######## design 1 ########
Design 1, ports around the boundary:
Pins as bars across the die edge, other pins in gray.
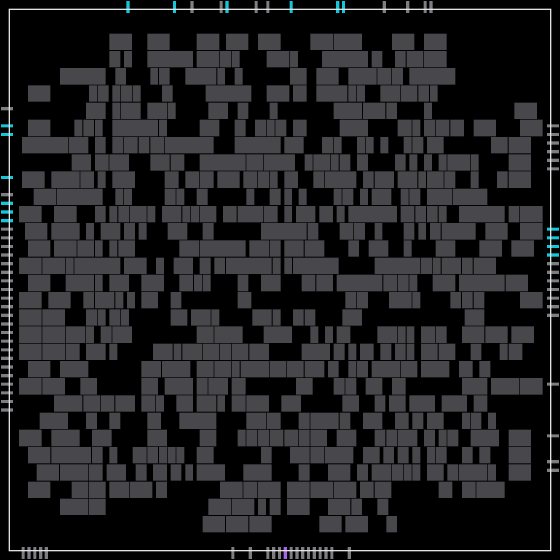

--- src/rtl/pc_sequencer_if.sv ---
// Bus between the instruction decoder/datapath side and the PC sequencer.
// The sequencer drives the PC, the commit strobe, the link write and the
// OutR valid; the environment drives the strobes, flags and out_ready.
`timescale 1ns/1ps
interface pc_sequencer_if #(
  parameter int PC_W = 16
);
  logic            start;
  logic [15:0]     instr;
  logic            bcc, bcs, bne, beq, bal;
  logic            jmp, jal_label, jal_rm, jr, hlt, outr;
  logic            flag_c, flag_z;
  logic [15:0]     rm_data;
  logic            out_ready;

  logic [PC_W-1:0] pc;
  logic            commit;
  logic            link_we;
  logic [15:0]     link_data;
  logic            out_valid;
  logic            halted;

  // Sequencer side: owns the PC and the OutR valid.
  modport master (
    input  start, instr,
    input  bcc, bcs, bne, beq, bal,
    input  jmp, jal_label, jal_rm, jr, hlt, outr,
    input  flag_c, flag_z, rm_data, out_ready,
    output pc, commit, link_we, link_data, out_valid, halted
  );

  // Decoder/datapath/sink side.
  modport slave (
    output start, instr,
    output bcc, bcs, bne, beq, bal,
    output jmp, jal_label, jal_rm, jr, hlt, outr,
    output flag_c, flag_z, rm_data, out_ready,
    input  pc, commit, link_we, link_data, out_valid, halted
  );
endinterface

--- src/rtl/pc_sequencer.sv ---
// Program counter and run-control sequencer for the 16-bit single-cycle CPU.
//
//   state    | meaning
//   ---------+------------------------------------------------------------
//   IDLE     | pc parked at RESET_PC, nothing commits, waiting for start
//   RUN      | one instruction commits per clock (except an OutR stall)
//   OUT_WAIT | OutR value presented, waiting for out_ready, pc held
//   HALT     | HLT retired, pc held, only rst leaves
`timescale 1ns/1ps
module pc_sequencer #(
  parameter int              PC_W     = 16,
  parameter logic [PC_W-1:0] RESET_PC = '0
) (
  input  logic              clk,
  input  logic              rst,
  pc_sequencer_if.master    bus
);

  typedef enum logic [1:0] {
    S_IDLE     = 2'd0,
    S_RUN      = 2'd1,
    S_OUT_WAIT = 2'd2,
    S_HALT     = 2'd3
  } state_t;

  state_t          state_q, state_d;
  logic [PC_W-1:0] pc_q, pc_d;

  logic [PC_W-1:0] pc_plus1;
  logic [15:0]     off8_16;
  logic [15:0]     off11_16;
  logic [PC_W-1:0] br_target;
  logic [PC_W-1:0] jmp_target;
  logic [PC_W-1:0] next_pc;

  logic            commit;
  logic            out_valid;

  // Upper instruction bits and (for narrow PCs) upper rm_data bits are not
  // needed for target computation.
  logic            unused_bits;
  assign unused_bits = ^{bus.instr[15:11], bus.rm_data};

  assign pc_plus1   = pc_q + PC_W'(1);
  assign off8_16    = {{8{bus.instr[7]}}, bus.instr[7:0]};
  assign off11_16   = {{5{bus.instr[10]}}, bus.instr[10:0]};
  assign br_target  = pc_plus1 + off8_16[PC_W-1:0];
  assign jmp_target = pc_plus1 + off11_16[PC_W-1:0];

  // Target selection for a committing instruction, in strobe priority order.
  // HLT keeps the pc; OutR always falls through to pc+1.
  always_comb begin
    next_pc = pc_plus1;
    if (bus.hlt)            next_pc = pc_q;
    else if (bus.outr)      next_pc = pc_plus1;
    else if (bus.jr)        next_pc = bus.rm_data[PC_W-1:0];
    else if (bus.jal_rm)    next_pc = bus.rm_data[PC_W-1:0];
    else if (bus.jal_label) next_pc = jmp_target;
    else if (bus.jmp)       next_pc = jmp_target;
    else if (bus.bal)       next_pc = br_target;
    else if (bus.beq)       next_pc = bus.flag_z  ? br_target : pc_plus1;
    else if (bus.bne)       next_pc = !bus.flag_z ? br_target : pc_plus1;
    else if (bus.bcs)       next_pc = bus.flag_c  ? br_target : pc_plus1;
    else if (bus.bcc)       next_pc = !bus.flag_c ? br_target : pc_plus1;
  end

  // State and pc registers with synchronous reset.
  always_ff @(posedge clk) begin
    if (rst) begin
      state_q <= S_IDLE;
      pc_q    <= RESET_PC;
    end else begin
      state_q <= state_d;
      pc_q    <= pc_d;
    end
  end

  // Next-state, next-pc and handshake outputs. out_valid depends only on
  // state and the OutR strobe, never on out_ready.
  always_comb begin
    state_d   = state_q;
    pc_d      = pc_q;
    commit    = 1'b0;
    out_valid = 1'b0;
    unique case (state_q)
      S_IDLE: begin
        pc_d = RESET_PC;
        if (bus.start) state_d = S_RUN;
      end
      S_RUN: begin
        if (bus.hlt) begin
          commit  = 1'b1;
          state_d = S_HALT;
        end else if (bus.outr) begin
          out_valid = 1'b1;
          if (bus.out_ready) begin
            commit = 1'b1;
            pc_d   = pc_plus1;
          end else begin
            state_d = S_OUT_WAIT;
          end
        end else begin
          commit = 1'b1;
          pc_d   = next_pc;
        end
      end
      S_OUT_WAIT: begin
        out_valid = 1'b1;
        if (bus.out_ready) begin
          commit  = 1'b1;
          pc_d    = pc_plus1;
          state_d = S_RUN;
        end
      end
      S_HALT: begin
      end
      default: begin
        state_d = S_IDLE;
        pc_d    = RESET_PC;
      end
    endcase
  end

  assign bus.pc        = pc_q;
  assign bus.commit    = commit;
  assign bus.out_valid = out_valid;
  assign bus.halted    = (state_q == S_HALT);
  assign bus.link_we   = commit & (bus.jal_label | bus.jal_rm);
  assign bus.link_data = 16'(pc_plus1);

endmodule

--- src/flat_wrapper.sv ---
// flat-port wrapper written by rule: the top's interface ports become plain ports
module pc_sequencer_flat 
#(
  parameter int              PC_W     = 16,
  parameter logic [PC_W-1:0] RESET_PC = '0
)
  (clk, rst, bus_start, bus_instr, bus_bcc, bus_bcs, bus_bne, bus_beq, bus_bal, bus_jmp, bus_jal_label, bus_jal_rm, bus_jr, bus_hlt, bus_outr, bus_flag_c, bus_flag_z, bus_rm_data, bus_out_ready, bus_pc, bus_commit, bus_link_we, bus_link_data, bus_out_valid, bus_halted);
  pc_sequencer_if #(.PC_W(PC_W)) bus_i ();
  input  logic clk;
  input  logic rst;
  input wire logic [$bits(bus_i.start)-1:0] bus_start;
  input wire logic [$bits(bus_i.instr)-1:0] bus_instr;
  input wire logic [$bits(bus_i.bcc)-1:0] bus_bcc;
  input wire logic [$bits(bus_i.bcs)-1:0] bus_bcs;
  input wire logic [$bits(bus_i.bne)-1:0] bus_bne;
  input wire logic [$bits(bus_i.beq)-1:0] bus_beq;
  input wire logic [$bits(bus_i.bal)-1:0] bus_bal;
  input wire logic [$bits(bus_i.jmp)-1:0] bus_jmp;
  input wire logic [$bits(bus_i.jal_label)-1:0] bus_jal_label;
  input wire logic [$bits(bus_i.jal_rm)-1:0] bus_jal_rm;
  input wire logic [$bits(bus_i.jr)-1:0] bus_jr;
  input wire logic [$bits(bus_i.hlt)-1:0] bus_hlt;
  input wire logic [$bits(bus_i.outr)-1:0] bus_outr;
  input wire logic [$bits(bus_i.flag_c)-1:0] bus_flag_c;
  input wire logic [$bits(bus_i.flag_z)-1:0] bus_flag_z;
  input wire logic [$bits(bus_i.rm_data)-1:0] bus_rm_data;
  input wire logic [$bits(bus_i.out_ready)-1:0] bus_out_ready;
  output wire logic [$bits(bus_i.pc)-1:0] bus_pc;
  output wire logic [$bits(bus_i.commit)-1:0] bus_commit;
  output wire logic [$bits(bus_i.link_we)-1:0] bus_link_we;
  output wire logic [$bits(bus_i.link_data)-1:0] bus_link_data;
  output wire logic [$bits(bus_i.out_valid)-1:0] bus_out_valid;
  output wire logic [$bits(bus_i.halted)-1:0] bus_halted;
  assign bus_i.start = bus_start;
  assign bus_i.instr = bus_instr;
  assign bus_i.bcc = bus_bcc;
  assign bus_i.bcs = bus_bcs;
  assign bus_i.bne = bus_bne;
  assign bus_i.beq = bus_beq;
  assign bus_i.bal = bus_bal;
  assign bus_i.jmp = bus_jmp;
  assign bus_i.jal_label = bus_jal_label;
  assign bus_i.jal_rm = bus_jal_rm;
  assign bus_i.jr = bus_jr;
  assign bus_i.hlt = bus_hlt;
  assign bus_i.outr = bus_outr;
  assign bus_i.flag_c = bus_flag_c;
  assign bus_i.flag_z = bus_flag_z;
  assign bus_i.rm_data = bus_rm_data;
  assign bus_i.out_ready = bus_out_ready;
  assign bus_pc = bus_i.pc;
  assign bus_commit = bus_i.commit;
  assign bus_link_we = bus_i.link_we;
  assign bus_link_data = bus_i.link_data;
  assign bus_out_valid = bus_i.out_valid;
  assign bus_halted = bus_i.halted;
  pc_sequencer #(.PC_W(PC_W), .RESET_PC(RESET_PC)) u_core (.clk(clk), .rst(rst), .bus(bus_i));
endmodule
--- config.mk ---
export PLATFORM = sky130hd
export DESIGN_NAME = pc_sequencer_flat
export DESIGN_NICKNAME = d
export VERILOG_FILES = /design/src/rtl/pc_sequencer_if.sv /design/src/rtl/pc_sequencer.sv /design/src/flat_wrapper.sv
export SDC_FILE = /design/constraint.sdc
export NUM_CORES = 1
export LEC_CHECK = 0
export ABC_CLOCK_PERIOD_IN_PS = 7350
export CAP_MARGIN = 0
export CORE_UTILIZATION = 45
export DETAILED_ROUTE_END_ITERATION = 7
export PLACE_DENSITY = 0.74
export SYNTH_ARGS = -nofsm -noshare
export SYNTH_HDL_FRONTEND = slang
export SYNTH_SLANG_ARGS = --single-unit
--- constraint.sdc ---
create_clock -name clk -period 7.35 [get_ports clk]
set_input_delay 1.1025 -clock clk [delete_from_list [all_inputs] [get_ports clk]]
set_output_delay 1.1025 -clock clk [all_outputs]
set_load 0.01 [all_outputs]
######## design 2 ########
<file path="src/rtl/divisor_4bits_if.sv">
// Handshake and data bundle for the sequential restoring divider.
// The master side issues start with operands A/B. The slave side (the divider)
// returns Q/R together with the busy, done and div_zero status flags.
interface divisor_4bits_if #(
    parameter int WIDTH = 4
);
    logic             start;
    logic [WIDTH-1:0] A;
    logic [WIDTH-1:0] B;
    logic [WIDTH-1:0] Q;
    logic [WIDTH-1:0] R;
    logic             busy;
    logic             done;
    logic             div_zero;

    modport master (
        output start, A, B,
        input  Q, R, busy, done, div_zero
    );

    modport slave (
        input  start, A, B,
        output Q, R, busy, done, div_zero
    );
endinterface

</file>
<file path="src/rtl/divisor_4bits.sv">
// Sequential restoring (shift-subtract) unsigned divider: Q = A / B, R = A % B.
// The divider produces one quotient bit per clock. A division takes WIDTH CALC
// cycles, and done pulses for one cycle when Q/R are updated.
// Optional macro DIV_ZERO_DETECT_EN: when B == 0 is accepted, the divider skips
// CALC and loads Q = all ones and R = A on the accepting edge. It also raises
// div_zero. When the macro is undefined, B == 0 runs the normal path and gives
// the same Q/R, and div_zero is tied low.
module divisor_4bits #(
    parameter int WIDTH = 4
) (
    input  logic           clk,
    input  logic           rst,
    divisor_4bits_if.slave bus
);
    localparam int CW = (WIDTH > 2) ? $clog2(WIDTH) : 1;

    typedef enum logic [1:0] {IDLE, CALC, DONE} state_t;

    state_t           state_reg, state_next;
    logic [WIDTH-1:0] rem_reg, quo_reg, div_reg;
    logic [WIDTH-1:0] q_reg, r_reg;
    logic [CW-1:0]    cnt_reg;
    logic             done_reg;

    logic             accept;
    logic             zero_skip;
    logic             last_step;
    logic [WIDTH:0]   rem_sh;
    logic [WIDTH:0]   trial;
    logic             trial_ge;
    logic [WIDTH-1:0] rem_new;
    logic [WIDTH-1:0] quo_new;

    // Shift the {rem, quo} pair left by one. The MSB that leaves quo becomes
    // the new LSB of the partial remainder. This keeps WIDTH+1 bits, so no
    // bit of the partial remainder is lost before the sign test.
    assign rem_sh   = {rem_reg, quo_reg[WIDTH-1]};
    assign trial    = rem_sh - {1'b0, div_reg};
    // The trial value is non-negative when there is no borrow. A set MSB in
    // the shifted remainder always exceeds a WIDTH-bit divisor.
    assign trial_ge = rem_sh[WIDTH] | ~trial[WIDTH];
    assign rem_new  = trial_ge ? trial[WIDTH-1:0] : rem_sh[WIDTH-1:0];

    // The quotient register shifts left, and the new quotient bit enters at
    // the LSB.
    assign quo_new[0] = trial_ge;
    generate
        for (genvar gi = 1; gi < WIDTH; gi++) begin : g_quo_shift
            assign quo_new[gi] = quo_reg[gi-1];
        end
    endgenerate

    assign last_step = (cnt_reg == CW'(WIDTH - 1));

`ifdef DIV_ZERO_DETECT_EN
    assign zero_skip = (bus.B == '0);
`else
    assign zero_skip = 1'b0;
`endif

    // State register for the IDLE/CALC/DONE controller.
    always_ff @(posedge clk) begin
        if (rst) begin
            state_reg <= IDLE;
        end else begin
            state_reg <= state_next;
        end
    end

    // Next-state logic. A request is taken only when the divider is not busy.
    always_comb begin
        state_next = state_reg;
        accept     = 1'b0;
        case (state_reg)
            IDLE: begin
                if (bus.start) begin
                    accept     = 1'b1;
                    state_next = zero_skip ? DONE : CALC;
                end
            end
            CALC: begin
                if (last_step) begin
                    state_next = DONE;
                end
            end
            DONE: begin
                if (bus.start) begin
                    accept     = 1'b1;
                    state_next = zero_skip ? DONE : CALC;
                end else begin
                    state_next = IDLE;
                end
            end
            default: state_next = IDLE;
        endcase
    end

`ifdef DIV_ZERO_DETECT_EN
    logic dz_reg;
    assign bus.div_zero = dz_reg;
`else
    assign bus.div_zero = 1'b0;
`endif

    // Datapath: load operands on accept and iterate one bit per CALC edge.
    // Q/R are published only on the final step.
    always_ff @(posedge clk) begin
        if (rst) begin
            rem_reg  <= '0;
            quo_reg  <= '0;
            div_reg  <= '0;
            cnt_reg  <= '0;
            q_reg    <= '0;
            r_reg    <= '0;
            done_reg <= 1'b0;
`ifdef DIV_ZERO_DETECT_EN
            dz_reg   <= 1'b0;
`endif
        end else begin
            done_reg <= 1'b0;
            if (accept) begin
                rem_reg <= '0;
                quo_reg <= bus.A;
                div_reg <= bus.B;
                cnt_reg <= '0;
`ifdef DIV_ZERO_DETECT_EN
                if (zero_skip) begin
                    q_reg    <= '1;
                    r_reg    <= bus.A;
                    done_reg <= 1'b1;
                    dz_reg   <= 1'b1;
                end
`endif
            end else if (state_reg == CALC) begin
                rem_reg <= rem_new;
                quo_reg <= quo_new;
                cnt_reg <= cnt_reg + CW'(1);
                if (last_step) begin
                    q_reg    <= quo_new;
                    r_reg    <= rem_new;
                    done_reg <= 1'b1;
`ifdef DIV_ZERO_DETECT_EN
                    dz_reg   <= 1'b0;
`endif
                end
            end
        end
    end

    assign bus.Q    = q_reg;
    assign bus.R    = r_reg;
    assign bus.busy = (state_reg == CALC);
    assign bus.done = done_reg;
endmodule

</file>
<file path="src/flat_wrapper.sv">
// flat-port wrapper written by rule: the top's interface ports become plain ports
module divisor_4bits_flat 
#(
    parameter int WIDTH = 4
)
  (clk, rst, bus_start, bus_A, bus_B, bus_Q, bus_R, bus_busy, bus_done, bus_div_zero);
  divisor_4bits_if #(.WIDTH(WIDTH)) bus_i ();
  input  logic clk;
  input  logic rst;
  input wire logic [$bits(bus_i.start)-1:0] bus_start;
  input wire logic [$bits(bus_i.A)-1:0] bus_A;
  input wire logic [$bits(bus_i.B)-1:0] bus_B;
  output wire logic [$bits(bus_i.Q)-1:0] bus_Q;
  output wire logic [$bits(bus_i.R)-1:0] bus_R;
  output wire logic [$bits(bus_i.busy)-1:0] bus_busy;
  output wire logic [$bits(bus_i.done)-1:0] bus_done;
  output wire logic [$bits(bus_i.div_zero)-1:0] bus_div_zero;
  assign bus_i.start = bus_start;
  assign bus_i.A = bus_A;
  assign bus_i.B = bus_B;
  assign bus_Q = bus_i.Q;
  assign bus_R = bus_i.R;
  assign bus_busy = bus_i.busy;
  assign bus_done = bus_i.done;
  assign bus_div_zero = bus_i.div_zero;
  divisor_4bits #(.WIDTH(WIDTH)) u_core (.clk(clk), .rst(rst), .bus(bus_i));
endmodule
</file>
<file path="config.mk">
export PLATFORM = sky130hd
export DESIGN_NAME = divisor_4bits_flat
export DESIGN_NICKNAME = d
export VERILOG_FILES = /design/src/rtl/divisor_4bits_if.sv /design/src/rtl/divisor_4bits.sv /design/src/flat_wrapper.sv
export SDC_FILE = /design/constraint.sdc
export NUM_CORES = 1
export LEC_CHECK = 0
export CORE_MARGIN = 2
export CORE_UTILIZATION = 29
export DETAILED_ROUTE_END_ITERATION = 12
export PLACE_DENSITY_LB_ADDON = 0.3
export SLEW_MARGIN = 20
export SYNTH_ARGS = -nofsm -noshare
export SYNTH_HDL_FRONTEND = slang
export SYNTH_SLANG_ARGS = --single-unit
</file>
<file path="constraint.sdc">
create_clock -name clk -period 2 [get_ports clk]
set_clock_uncertainty 0.1 [all_clocks]
set_input_delay 0.4 -clock clk [delete_from_list [all_inputs] [get_ports clk]]
set_output_delay 0.4 -clock clk [all_outputs]
set_load 0.02 [all_outputs]
</file>
Design 2, gate families picked out:
Bar = 20 um.
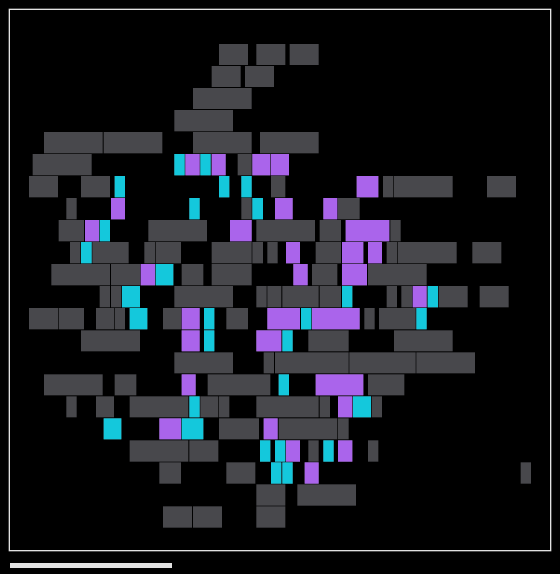
[purple] inverting AOI/OAI gates | cells: 31
[cyan] NAND gates | cells: 29
Final Instance Count excl. Fillers: 206
multi-input gate share of the layout cell area: 0.404

==> flow_results.xml, design 2 <==
<?xml version="1.0" encoding="UTF-8"?>
<metrics>
  <group name="status">
    <metric name="run_status" unit="">finished, final reports clean</metric>
  </group>
  <group name="placement">
    <metric name="port_buffers" unit="">20</metric>
    <metric name="post_dp_cell_area" unit="mm^2">0.00138</metric>
  </group>
  <group name="critical_path">
    <metric name="rr_startpoint" unit="">u_core.quo_reg[3]$_SDFFE_PP0P_</metric>
    <metric name="cp_num_cells" unit="">9</metric>
  </group>
  <group name="synth">
    <metric name="top_cells_by_count" unit="">dfxtp_1 (25), nand2_1 (23), nor2_1 (17)</metric>
    <metric name="syn_area_per_cell" unit="um^2">8.44</metric>
    <metric name="async_flop_share" unit="">0</metric>
  </group>
  <group name="routing">
    <metric name="drt_iter0_drc" unit="">27</metric>
  </group>
  <group name="finish">
    <metric name="seqCellArea" unit="um^2">503</metric>
    <metric name="layout.area.comb" unit="um^2">598</metric>
    <metric name="layout.core_utilization" unit="">0.398</metric>
  </group>
  <group name="pwr">
    <metric name="combinationalPower" unit="uW">257</metric>
    <metric name="design_power_total" unit="mW">1.09</metric>
    <metric name="comb_power_share" unit="">0.236</metric>
  </group>
  <group name="sta">
    <metric name="final_max_slew_viol_count" unit="">0</metric>
  </group>
  <group name="floorplanning">
    <metric name="initial_core_utilization" unit="">0.307</metric>
  </group>
  <group name="global_route">
    <metric name="antenna_found_initial" unit="">0</metric>
  </group>
  <group name="clock_network">
    <metric name="cts_made_buffers" unit="">3</metric>
  </group>
</metrics>
Design 1, sequential cells colored by netlist name:
Bar = 20 um. Other cells in gray.
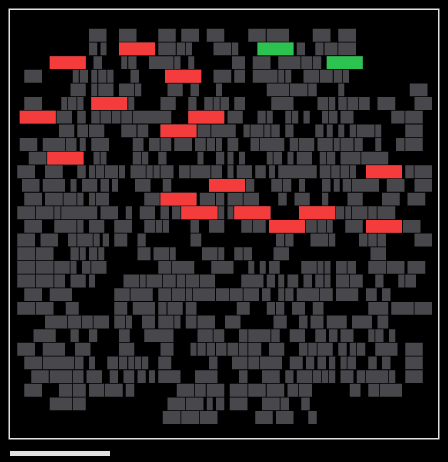
[red] u_core.bus.pc | sequential cells: 16
[green] u_core.state_q | sequential cells: 2
utilization after layout: 0.612
area taken by flip-flops and latches: 360 um^2
sequential portion of the cell area: 0.0902

About 'ports around the boundary' of design 1:
[purple] bus_bcc | pins: 1 | direction: input | edge: bottom
[cyan] bus_pc | pins: 16 | direction: output | edge: 6 left, 6 top, 4 right
horizontal die dimension: 85.3 um
Chip Height: 85.3 um

==> flow_results.xml, design 1 <==
<?xml version="1.0" encoding="UTF-8"?>
<metrics>
  <group name="status">
    <metric name="run_status" unit="">finished, final reports clean</metric>
  </group>
  <group name="finish">
    <metric name="n_fill_cell" unit="">617</metric>
    <metric name="clock_buffer_count" unit="">4</metric>
    <metric name="lay_top_count" unit="">clkdlybuf4s50_1</metric>
    <metric name="n_all_inverters" unit="">16</metric>
    <metric name="largest_cell_class" unit="">logic gates</metric>
  </group>
  <group name="synth">
    <metric name="simple_gate_area_frac" unit="">0.282</metric>
    <metric name="ys_ff" unit="">18</metric>
    <metric name="synth_compound_gate_area_share" unit="">0.335</metric>
    <metric name="top_cells_by_count" unit="">nand2_1 (48), a21oi_1 (47), nor2_1 (40)</metric>
    <metric name="area_leaders" unit="">ha_1 (12%), dfxtp_1 (12%), a21oi_1 (7.5%)</metric>
  </group>
  <group name="hold_path">
    <metric name="worstHoldEndpoint" unit="">u_core.state_q[0]$_SDFFE_PP0P_</metric>
  </group>
  <group name="floorplanning">
    <metric name="row_count" unit="">29</metric>
  </group>
  <group name="global_route">
    <metric name="grt_busiest_layer" unit="">met2</metric>
  </group>
  <group name="pwr">
    <metric name="p_clk_frac" unit="">0.204</metric>
    <metric name="internal_power" unit="uW">246</metric>
  </group>
  <group name="critical_path">
    <metric name="worst_ep_required_time" unit="ps">6250</metric>
    <metric name="timing.critical_path.max_delay_family" unit="">buffers and inverters</metric>
    <metric name="worstPathCellList" unit="">clkdlybuf4s50_1 -&gt; nand2b_1 -&gt; o21ai_0 -&gt; a21boi_0 -&gt; o21a_1 -&gt; clkdlybuf4s50_1</metric>
    <metric name="timing.critical_path.to_type" unit="">output port</metric>
  </group>
  <group name="clock_network">
    <metric name="clock_tree_from_tritoncts" unit="">done</metric>
    <metric name="cts_made_buffers" unit="">3</metric>
  </group>
  <group name="sta">
    <metric name="period_minus_ws_final" unit="ps">4370</metric>
  </group>
</metrics>

==> gallery <==
Metal layers overlaid.
Two of the layers only.
Plate I
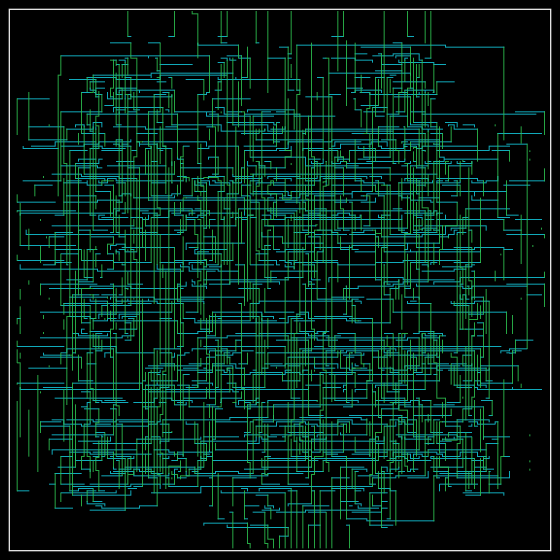
Plate II
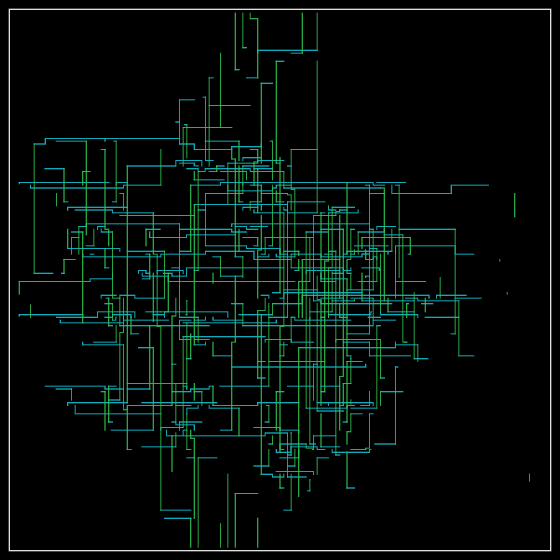
The one with the most wire is Plate I.
Design 1 is Plate I.
Design 2 is Plate II.

Key to Plate II:
[cyan] metal 1 | wire length: 1170 um
[green] metal 2 | wire length: 1270 um


######## design 3 ########
Design 3, clock routing:
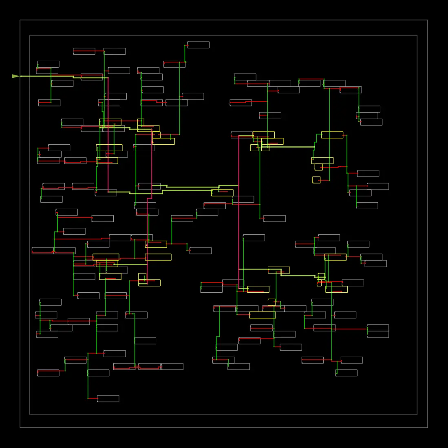

--- config.mk ---
export PLATFORM = sky130hd
export DESIGN_NAME = wavelet_pe_source
export DESIGN_NICKNAME = d
export VERILOG_FILES = /design/src/rtl/wavelet_pe_source.sv
export SDC_FILE = /design/constraint.sdc
export NUM_CORES = 1
export LEC_CHECK = 0
export ABC_CLOCK_PERIOD_IN_PS = 8150
export CAP_MARGIN = 20
export CORE_MARGIN = 4
export CORE_UTILIZATION = 25
export CTS_CLUSTER_DIAMETER = 40
export DETAILED_ROUTE_END_ITERATION = 8
export HOLD_SLACK_MARGIN = 0.1
export PLACE_DENSITY_LB_ADDON = 0.12
export SLEW_MARGIN = 10
export SYNTH_ARGS = -nofsm -noshare
export SYNTH_HDL_FRONTEND = slang
export SYNTH_SLANG_ARGS = --single-unit
--- constraint.sdc ---
create_clock -name clk -period 8.15 [get_ports clk]
set_input_delay 0.815 -clock clk [delete_from_list [all_inputs] [get_ports clk]]
set_output_delay 0.815 -clock clk [all_outputs]
set_load 0.02 [all_outputs]
--- src/rtl/wavelet_pe_source.sv ---
// -----------------------------------------------------------------------------
// wavelet_pe_source
//
// Streams one decomposition level's input samples from a synchronous-read
// sample buffer into the HP/LP FIR pair over a ready/valid interface. Once
// the last real sample has been accepted, FLUSH_LEN tail samples are
// appended to flush the filter delay lines, then done pulses for one cycle.
// Buffer addresses are base + offset, wrapping naturally at the top of the
// buffer.
//
// Build option (macro): WAVELET_SRC_MIRROR_EN
//   undefined : tail samples are zeros; no buffer reads are issued for them
//   defined   : tail sample k is x[len-2-k] (whole-point symmetric extension,
//               saturating at x[0]), fetched through the normal read path
//
// Ports:
//   clk, rst          clock, asynchronous active-high reset
//   start             single-cycle pulse, begins a pass when not busy
//   src_base_addr     first sample address (latched on an accepted start)
//   src_len           number of real samples (latched on an accepted start)
//   busy              pass in progress (READ or FLUSH)
//   done              single-cycle end-of-pass pulse
//   rd_en, rd_addr    buffer read strobe and address
//   rd_data           buffer read data, valid the cycle after rd_en
//   fir_input         sample presented to the FIR pair
//   fir_input_valid   fir_input holds a sample
//   fir_input_ready   FIR pair accepts the sample this cycle
//   sample_count      samples transferred this pass (real + tail)
// -----------------------------------------------------------------------------
module wavelet_pe_source #(
    parameter int INPUT_WIDTH     = 32,
    parameter int BUFF_CELL_COUNT = 2048,
    parameter int FLUSH_LEN       = 3,
    parameter int BUFF_ADDR_WIDTH = $clog2(BUFF_CELL_COUNT)
) (
    input  logic                       clk,
    input  logic                       rst,
    input  logic                       start,
    input  logic [BUFF_ADDR_WIDTH-1:0] src_base_addr,
    input  logic [BUFF_ADDR_WIDTH-1:0] src_len,
    output logic                       busy,
    output logic                       done,
    output logic                       rd_en,
    output logic [BUFF_ADDR_WIDTH-1:0] rd_addr,
    input  logic [INPUT_WIDTH-1:0]     rd_data,
    output logic [INPUT_WIDTH-1:0]     fir_input,
    output logic                       fir_input_valid,
    input  logic                       fir_input_ready,
    output logic [BUFF_ADDR_WIDTH-1:0] sample_count
);

    // Two spare bits so len + FLUSH_LEN and 2*len never overflow.
    localparam int IDX_W = BUFF_ADDR_WIDTH + 2;

    typedef enum logic [1:0] {
        IDLE  = 2'd0,
        READ  = 2'd1,
        FLUSH = 2'd2,
        DONE  = 2'd3
    } state_t;

    state_t state_reg, state_next;

    logic [BUFF_ADDR_WIDTH-1:0] base_reg;
    logic [BUFF_ADDR_WIDTH-1:0] len_reg;
    logic [IDX_W-1:0]           issue_idx_reg;   // reads issued this pass
    logic [IDX_W-1:0]           xfer_cnt_reg;    // samples transferred this pass
    logic                       pending_reg;     // read in flight: rd_data valid now
    logic [1:0]                 count_reg;       // output buffer occupancy
    logic [INPUT_WIDTH-1:0]     out_reg;         // head entry, drives fir_input
    logic [INPUT_WIDTH-1:0]     skid_reg;        // second entry

    logic                       start_accept;
    logic [IDX_W-1:0]           len_ext;
    logic [IDX_W-1:0]           flush_len_ext;
    logic [IDX_W-1:0]           read_total;
    logic [BUFF_ADDR_WIDTH-1:0] rd_offset;
    logic                       read_phase;
    logic                       flush_zero;
    logic                       buf_valid;
    logic                       buf_pop;
    logic                       xfer;
    logic                       last_real;
    logic                       last_tail;
    logic [2:0]                 occupancy;
    logic                       credit_ok;

    // -------------------------------------------------------------------------
    // Common combinational terms
    // -------------------------------------------------------------------------
    assign start_accept  = start && ((state_reg == IDLE) || (state_reg == DONE));
    assign len_ext       = {2'b00, len_reg};
    assign flush_len_ext = IDX_W'(FLUSH_LEN);

    assign buf_valid = (count_reg != 2'd0);
    assign buf_pop   = buf_valid && fir_input_ready;
    assign xfer      = fir_input_valid && fir_input_ready;

    assign last_real = (xfer_cnt_reg == (len_ext - IDX_W'(1)));
    assign last_tail = (xfer_cnt_reg == (len_ext + flush_len_ext - IDX_W'(1)));

`ifdef WAVELET_SRC_MIRROR_EN
    // Tail samples come from the buffer, so the read sequence simply runs
    // FLUSH_LEN entries past the real data. Tail reads may be prefetched
    // while still in READ; that keeps the stream bubble-free across the
    // real/tail boundary.
    logic [IDX_W-1:0] two_len_m2;

    assign two_len_m2 = {len_ext[IDX_W-2:0], 1'b0} - IDX_W'(2);
    assign read_phase = (state_reg == READ) || (state_reg == FLUSH);
    assign read_total = len_ext + flush_len_ext;
    assign flush_zero = 1'b0;

    // Read index i >= len maps to x[2*len-2-i], clamped at x[0]. The
    // difference is < len whenever it is used, so address-width math is exact.
    always_comb begin
        rd_offset = issue_idx_reg[BUFF_ADDR_WIDTH-1:0];
        if (issue_idx_reg >= len_ext) begin
            if (issue_idx_reg > two_len_m2) begin
                rd_offset = '0;
            end else begin
                rd_offset = two_len_m2[BUFF_ADDR_WIDTH-1:0]
                          - issue_idx_reg[BUFF_ADDR_WIDTH-1:0];
            end
        end
    end
`else
    // Tail samples are constant zeros presented directly in FLUSH, which
    // needs no buffer traffic and follows the last real sample without a gap.
    assign read_phase = (state_reg == READ);
    assign read_total = len_ext;
    assign flush_zero = (state_reg == FLUSH);
    assign rd_offset  = issue_idx_reg[BUFF_ADDR_WIDTH-1:0];
`endif

    // Credit check: entries + reads in flight may never exceed 2. A pop in
    // this cycle frees its slot immediately, which is what allows one read
    // per cycle while the FIR keeps accepting.
    assign occupancy = {1'b0, count_reg} + {2'b00, pending_reg};
    assign credit_ok = occupancy < (3'd2 + {2'b00, buf_pop});

    assign rd_en   = read_phase && (issue_idx_reg < read_total) && credit_ok;
    assign rd_addr = base_reg + rd_offset;   // natural wrap at buffer top

    assign fir_input_valid = buf_valid || flush_zero;
    assign fir_input       = buf_valid ? out_reg : '0;
    assign sample_count    = xfer_cnt_reg[BUFF_ADDR_WIDTH-1:0];

    // -------------------------------------------------------------------------
    // FSM: state register
    // -------------------------------------------------------------------------
    always_ff @(posedge clk or posedge rst) begin
        if (rst) begin
            state_reg <= IDLE;
        end else begin
            state_reg <= state_next;
        end
    end

    // -------------------------------------------------------------------------
    // FSM: next-state logic
    // -------------------------------------------------------------------------
    always_comb begin
        state_next = state_reg;
        case (state_reg)
            IDLE, DONE: begin
                state_next = IDLE;
                if (start_accept) begin
                    // A zero-length pass goes straight to DONE with no tail.
                    state_next = (src_len != '0) ? READ : DONE;
                end
            end
            READ: begin
                if (xfer && last_real) begin
                    state_next = (FLUSH_LEN == 0) ? DONE : FLUSH;
                end
            end
            FLUSH: begin
                if (xfer && last_tail) begin
                    state_next = DONE;
                end
            end
            default: state_next = IDLE;
        endcase
    end

    // -------------------------------------------------------------------------
    // FSM: outputs
    // -------------------------------------------------------------------------
    always_comb begin
        busy = 1'b0;
        done = 1'b0;
        case (state_reg)
            READ, FLUSH: busy = 1'b1;
            DONE:        done = 1'b1;
            default: begin
                busy = 1'b0;
                done = 1'b0;
            end
        endcase
    end

    // -------------------------------------------------------------------------
    // Pass bookkeeping: latched parameters, read index, transfer counter
    // -------------------------------------------------------------------------
    always_ff @(posedge clk or posedge rst) begin
        if (rst) begin
            base_reg      <= '0;
            len_reg       <= '0;
            issue_idx_reg <= '0;
            xfer_cnt_reg  <= '0;
            pending_reg   <= 1'b0;
        end else begin
            pending_reg <= rd_en;
            if (start_accept) begin
                base_reg      <= src_base_addr;
                len_reg       <= src_len;
                issue_idx_reg <= '0;
                xfer_cnt_reg  <= '0;
            end else begin
                if (rd_en) begin
                    issue_idx_reg <= issue_idx_reg + IDX_W'(1);
                end
                if (xfer) begin
                    xfer_cnt_reg <= xfer_cnt_reg + IDX_W'(1);
                end
            end
        end
    end

    // -------------------------------------------------------------------------
    // Two-entry output buffer. rd_data is pushed the cycle after its rd_en;
    // out_reg only changes on a pop or when filling an empty buffer, so the
    // presented sample is stable while the FIR stalls.
    // -------------------------------------------------------------------------
    always_ff @(posedge clk or posedge rst) begin
        if (rst) begin
            count_reg <= 2'd0;
            out_reg   <= '0;
            skid_reg  <= '0;
        end else begin
            case (count_reg)
                2'd0: begin
                    if (pending_reg) begin
                        out_reg   <= rd_data;
                        count_reg <= 2'd1;
                    end
                end
                2'd1: begin
                    if (pending_reg && buf_pop) begin
                        out_reg <= rd_data;
                    end else if (pending_reg) begin
                        skid_reg  <= rd_data;
                        count_reg <= 2'd2;
                    end else if (buf_pop) begin
                        count_reg <= 2'd0;
                    end
                end
                2'd2: begin
                    // Credits guarantee no read is in flight when full.
                    if (buf_pop) begin
                        out_reg   <= skid_reg;
                        count_reg <= 2'd1;
                    end
                end
                default: count_reg <= 2'd0;
            endcase
        end
    end

endmodule

######## design 4 ########
==> src/rtl/mc_ctrl_fsm.sv <==
// ============================================================================
//  Module      : mc_ctrl_fsm
//  Description : Multi-cycle MIPS control unit with memory wait states,
//                bne/j support, illegal-opcode halt and perf counters.
//  Revision    : 1.0 - initial release
// ============================================================================
`default_nettype none

module mc_ctrl_fsm #(
    parameter int MEM_LAT = 1,
    parameter int CNT_W   = 32,
    parameter int EN_JUMP = 1
) (
    input  logic             clk,
    input  logic             rst_n,
    input  logic [5:0]       op,
    input  logic [5:0]       funct,
    output logic             PCWrite,
    output logic             PCWriteCond,
    output logic             BrNe,
    output logic             IorD,
    output logic             MemRead,
    output logic             MemWrite,
    output logic             IRWrite,
    output logic             MemtoReg,
    output logic             RegDst,
    output logic             RegWrite,
    output logic             ALUSrcA,
    output logic [1:0]       ALUSrcB,
    output logic [1:0]       ALUOp,
    output logic [1:0]       PCSource,
    output logic [3:0]       state,
    output logic             halted,
    output logic [CNT_W-1:0] cycle_cnt,
    output logic [CNT_W-1:0] instr_cnt
);

    localparam int WAIT_W = $clog2(MEM_LAT + 1);
    localparam logic [WAIT_W-1:0] c_LAST_WAIT = WAIT_W'(MEM_LAT - 1);

    localparam logic [5:0] c_OP_RTYPE = 6'b000000;
    localparam logic [5:0] c_OP_J     = 6'b000010;
    localparam logic [5:0] c_OP_BEQ   = 6'b000100;
    localparam logic [5:0] c_OP_BNE   = 6'b000101;
    localparam logic [5:0] c_OP_ADDIU = 6'b001001;
    localparam logic [5:0] c_OP_LW    = 6'b100011;
    localparam logic [5:0] c_OP_SW    = 6'b101011;

    typedef enum logic [3:0] {
        S_FETCH  = 4'd0,
        S_DECODE = 4'd1,
        S_MEMADR = 4'd2,
        S_MEMRD  = 4'd3,
        S_MEMWB  = 4'd4,
        S_MEMWR  = 4'd5,
        S_EXEC   = 4'd6,
        S_RWB    = 4'd7,
        S_BRANCH = 4'd8,
        S_JUMP   = 4'd9,
        S_ADDIEX = 4'd10,
        S_ADDIWB = 4'd11,
        S_HALT   = 4'd15
    } state_t;

    state_t             r_state;
    state_t             w_next;
    logic [WAIT_W-1:0]  r_wait;
    logic               r_brne;
    logic [CNT_W-1:0]   r_cycle_cnt;
    logic [CNT_W-1:0]   r_instr_cnt;
    logic               w_wait_state;
    logic               w_last;
    logic               w_unused_funct;

    // funct is decoded by ALU control; R-type legality depends only on op
    assign w_unused_funct = ^funct;

    assign w_wait_state = (r_state == S_FETCH) || (r_state == S_MEMRD) || (r_state == S_MEMWR);
    assign w_last       = (r_wait == c_LAST_WAIT);

    always_ff @(posedge clk or negedge rst_n) begin
        if (!rst_n) begin
            r_state     <= S_FETCH;
            r_wait      <= '0;
            r_brne      <= 1'b0;
            r_cycle_cnt <= '0;
            r_instr_cnt <= '0;
        end else begin
            r_state <= w_next;
            // Counter restarts at zero whenever a wait state is (re)entered
            r_wait  <= (w_wait_state && !w_last) ? r_wait + WAIT_W'(1) : '0;
            // Branch sense is captured at decode so BrNe stays a Moore output
            if (r_state == S_DECODE) begin
                r_brne <= (op == c_OP_BNE);
            end
            if (r_state != S_HALT) begin
                r_cycle_cnt <= r_cycle_cnt + CNT_W'(1);
            end
            if ((r_state != S_FETCH) && (w_next == S_FETCH)) begin
                r_instr_cnt <= r_instr_cnt + CNT_W'(1);
            end
        end
    end

    always_comb begin
        w_next      = r_state;
        PCWrite     = 1'b0;
        PCWriteCond = 1'b0;
        BrNe        = 1'b0;
        IorD        = 1'b0;
        MemRead     = 1'b0;
        MemWrite    = 1'b0;
        IRWrite     = 1'b0;
        MemtoReg    = 1'b0;
        RegDst      = 1'b0;
        RegWrite    = 1'b0;
        ALUSrcA     = 1'b0;
        ALUSrcB     = 2'b00;
        ALUOp       = 2'b00;
        PCSource    = 2'b00;
        case (r_state)
            S_FETCH: begin
                MemRead = 1'b1;
                ALUSrcB = 2'b01;
                IRWrite = w_last;
                PCWrite = w_last;
                if (w_last) begin
                    w_next = S_DECODE;
                end
            end
            S_DECODE: begin
                ALUSrcB = 2'b11;
                case (op)
                    c_OP_LW, c_OP_SW:   w_next = S_MEMADR;
                    c_OP_RTYPE:         w_next = S_EXEC;
                    c_OP_BEQ, c_OP_BNE: w_next = S_BRANCH;
                    c_OP_ADDIU:         w_next = S_ADDIEX;
                    c_OP_J:             w_next = (EN_JUMP != 0) ? S_JUMP : S_HALT;
                    default:            w_next = S_HALT;
                endcase
            end
            S_MEMADR: begin
                ALUSrcA = 1'b1;
                ALUSrcB = 2'b10;
                w_next  = (op == c_OP_LW) ? S_MEMRD : S_MEMWR;
            end
            S_MEMRD: begin
                MemRead = 1'b1;
                IorD    = 1'b1;
                if (w_last) begin
                    w_next = S_MEMWB;
                end
            end
            S_MEMWB: begin
                RegWrite = 1'b1;
                MemtoReg = 1'b1;
                w_next   = S_FETCH;
            end
            S_MEMWR: begin
                MemWrite = 1'b1;
                IorD     = 1'b1;
                if (w_last) begin
                    w_next = S_FETCH;
                end
            end
            S_EXEC: begin
                ALUSrcA = 1'b1;
                ALUOp   = 2'b10;
                w_next  = S_RWB;
            end
            S_RWB: begin
                RegWrite = 1'b1;
                RegDst   = 1'b1;
                w_next   = S_FETCH;
            end
            S_BRANCH: begin
                ALUSrcA     = 1'b1;
                ALUOp       = 2'b01;
                PCWriteCond = 1'b1;
                PCSource    = 2'b01;
                BrNe        = r_brne;
                w_next      = S_FETCH;
            end
            S_JUMP: begin
                PCWrite  = 1'b1;
                PCSource = 2'b10;
                w_next   = S_FETCH;
            end
            S_ADDIEX: begin
                ALUSrcA = 1'b1;
                ALUSrcB = 2'b10;
                w_next  = S_ADDIWB;
            end
            S_ADDIWB: begin
                RegWrite = 1'b1;
                w_next   = S_FETCH;
            end
            S_HALT: begin
                w_next = S_HALT;
            end
            default: begin
                w_next = S_HALT;
            end
        endcase
    end

    assign state     = r_state;
    assign halted    = (r_state == S_HALT);
    assign cycle_cnt = r_cycle_cnt;
    assign instr_cnt = r_instr_cnt;

endmodule

`default_nettype wire

==> config.mk <==
export PLATFORM = sky130hd
export DESIGN_NAME = mc_ctrl_fsm
export DESIGN_NICKNAME = d
export VERILOG_FILES = /design/src/rtl/mc_ctrl_fsm.sv
export SDC_FILE = /design/constraint.sdc
export NUM_CORES = 1
export LEC_CHECK = 0
export ABC_AREA = 1
export CORE_MARGIN = 2
export CORE_UTILIZATION = 40
export CTS_CLUSTER_DIAMETER = 60
export DETAILED_ROUTE_END_ITERATION = 12
export HOLD_SLACK_MARGIN = 0.12
export PLACE_DENSITY_LB_ADDON = 0.15
export SYNTH_ARGS = -nofsm -noshare
export SYNTH_HDL_FRONTEND = slang
export SYNTH_SLANG_ARGS = --single-unit
==> constraint.sdc <==
create_clock -name clk -period 4.9 [get_ports clk]
set_input_delay 1.47 -clock clk [delete_from_list [all_inputs] [get_ports clk]]
set_output_delay 1.47 -clock clk [all_outputs]
set_load 0.01 [all_outputs]
Design 3, ports around the boundary:
Pins as bars across the die edge, other pins in gray.
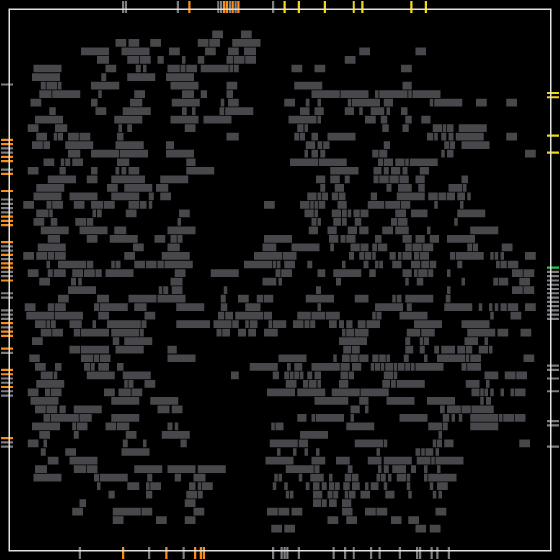
[orange] fir_input | pins: 32 | direction: output | edge: 22 left, 5 top, 5 bottom
[green] busy | pins: 1 | direction: output | edge: right
[yellow] sample_count | pins: 11 | direction: output | edge: 7 top, 4 right
all pins by edge: 48 left, 24 right, 24 bottom, 20 top
horizontal die dimension: 172 um
number of buffer cells added on primary ports: 115
Chip Height: 172 um

Notes on 'clock routing' of design 3 above:
CTS sink count: 117
Setup Skew: 9.42 ps
sequential cell count: 117
clock buffer instance count of the final layout: 17

==> flow_results.xml, design 3 <==
<?xml version="1.0" encoding="UTF-8"?>
<metrics>
  <group name="routing">
    <metric name="dr_wl_met3" unit="um">1380</metric>
    <metric name="via_per_inst" unit="">4.72</metric>
    <metric name="detail_route.drc_violations" unit="">0</metric>
  </group>
  <group name="pwr">
    <metric name="combinationalPower" unit="mW">1.51</metric>
    <metric name="power_leader" unit="">combinational logic</metric>
  </group>
  <group name="placement">
    <metric name="post-dp-hpwl" unit="um">12800</metric>
    <metric name="post_dp_cell_area" unit="mm^2">0.00815</metric>
  </group>
  <group name="status">
    <metric name="run_status" unit="">finished, final reports clean</metric>
  </group>
  <group name="job">
    <metric name="warning_count" unit="">29</metric>
  </group>
  <group name="clock_network">
    <metric name="clock_tree_buffer_depth" unit="">2</metric>
    <metric name="clock_tree_from_tritoncts" unit="">done</metric>
  </group>
  <group name="finish">
    <metric name="layout.comb_gates.multi_input" unit="">513</metric>
    <metric name="n_fill_cell" unit="">2708</metric>
    <metric name="postLayoutCellArea" unit="mm^2">0.00877</metric>
    <metric name="layout.core_utilization" unit="">0.334</metric>
  </group>
  <group name="critical_path">
    <metric name="start_kind" unit="">flop</metric>
    <metric name="cp_num_cells" unit="">9</metric>
  </group>
  <group name="hold_path">
    <metric name="worstHoldEndpoint" unit="">base_reg[4]$_DFFE_PP0P_</metric>
  </group>
  <group name="synth">
    <metric name="syn-cell-area" unit="mm^2">0.00675</metric>
    <metric name="syn_area_per_cell" unit="um^2">9.54</metric>
    <metric name="synthesis.instances" unit="">708</metric>
  </group>
  <group name="sta">
    <metric name="fin_worst_hold_slack" unit="ps">487</metric>
  </group>
</metrics>
Design 4, clock routing:
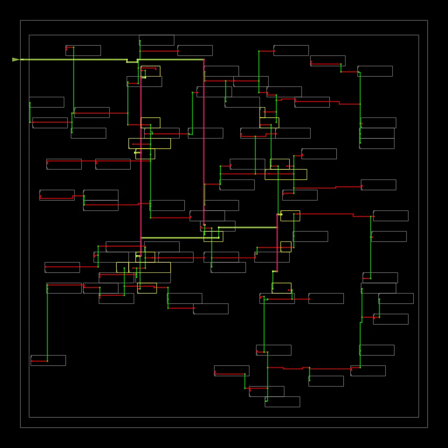
cts bufs inserted: 9
clock buffer instance count of the final layout: 11

Design 4, sequential cells colored by netlist name:
Bar = 20 um. Other sequential cells in the stronger gray, the rest of the logic in the fainter gray.
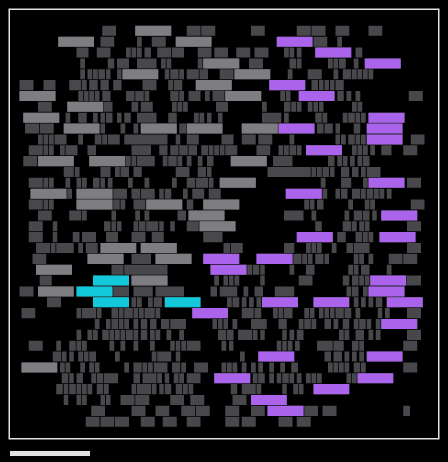
[cyan] state | sequential cells: 4
[purple] instr_cnt | sequential cells: 32
not colored: 34
area taken by flip-flops and latches: 0.00175 mm^2
sequential portion of the cell area: 0.317

==> flow_results.xml, design 4 <==
<?xml version="1.0" encoding="UTF-8"?>
<metrics>
  <group name="status">
    <metric name="run_status" unit="">finished, final reports clean</metric>
  </group>
  <group name="finish">
    <metric name="seq_cell_count" unit="">70</metric>
    <metric name="postLayoutCellArea" unit="mm^2">0.00553</metric>
    <metric name="lay_top_count" unit="">nand2_1</metric>
    <metric name="layoutNonFillerInstCount" unit="">830</metric>
    <metric name="layout.area.comb" unit="mm^2">0.00208</metric>
  </group>
  <group name="synth">
    <metric name="syn-cell-area" unit="mm^2">0.00426</metric>
    <metric name="ys_top_logic_family" unit="">simple AND/OR/NAND/NOR gates</metric>
    <metric name="ys_seq_share" unit="">0.411</metric>
  </group>
  <group name="global_route">
    <metric name="grt_use_met3" unit="">0.0316</metric>
    <metric name="global_route.usage.met1" unit="">0.255</metric>
    <metric name="grt_busiest_layer" unit="">met2</metric>
  </group>
  <group name="critical_path">
    <metric name="reg2reg_setup_slack" unit="ps">2570</metric>
  </group>
  <group name="sta">
    <metric name="timing.final.ws_setup" unit="ps">1250</metric>
  </group>
  <group name="pwr">
    <metric name="total_switching_power" unit="uW">248</metric>
    <metric name="comb_power_share" unit="">0.021</metric>
    <metric name="power_drawn_by_the_clock_network" unit="uW">584</metric>
  </group>
  <group name="placement">
    <metric name="gpl.final_weighted_congestion" unit="">0.873</metric>
  </group>
  <group name="floorplanning">
    <metric name="fp.coreArea" unit="mm^2">0.0103</metric>
    <metric name="chipHeight" unit="um">107</metric>
  </group>
  <group name="routing">
    <metric name="topRoutingLayerUsed" unit="">met4</metric>
  </group>
  <group name="clock_network">
    <metric name="clock_tree_root_buffer_cell" unit="">clkbuf_8</metric>
  </group>
</metrics>


==> gallery <==
Gate families picked out.
image #1
Bar = 20 um.
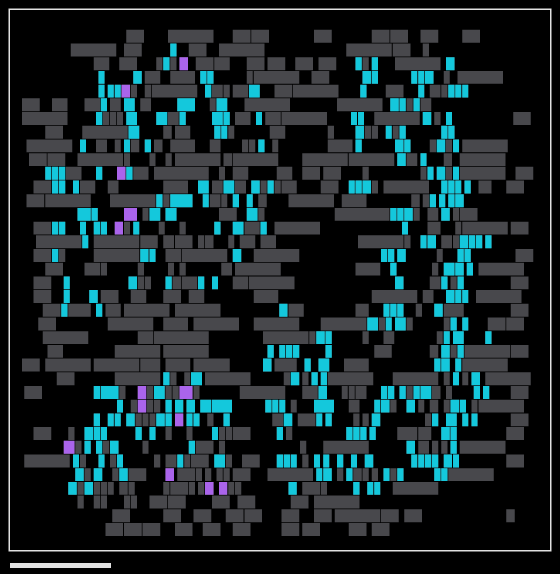
image #2
Bar = 50 um.
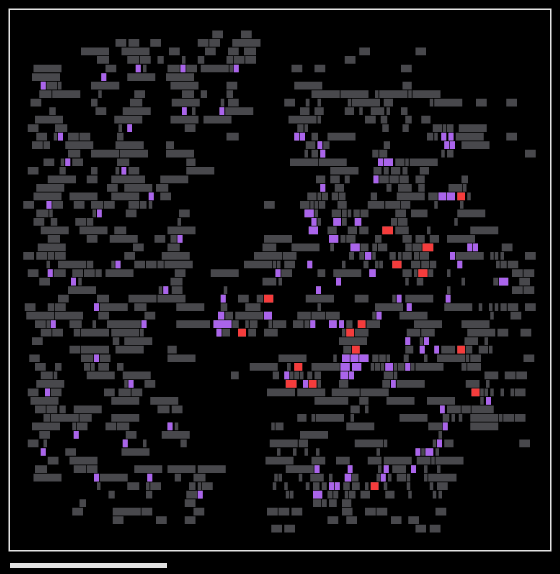
image #3
Bar = 20 um.
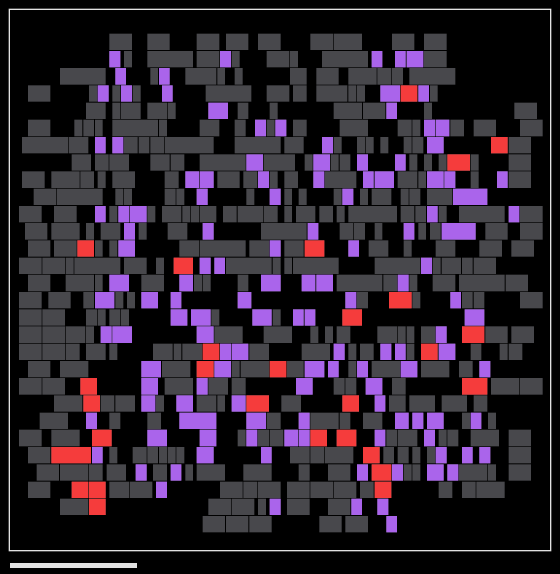
Image #3 comes from design 1.
Image #2 comes from design 3.
Image #1 comes from design 4.
The one with the most cells is image #2.
The one with the largest die is image #2.

No activity file was given, so power comes from the tool's default toggle rates.
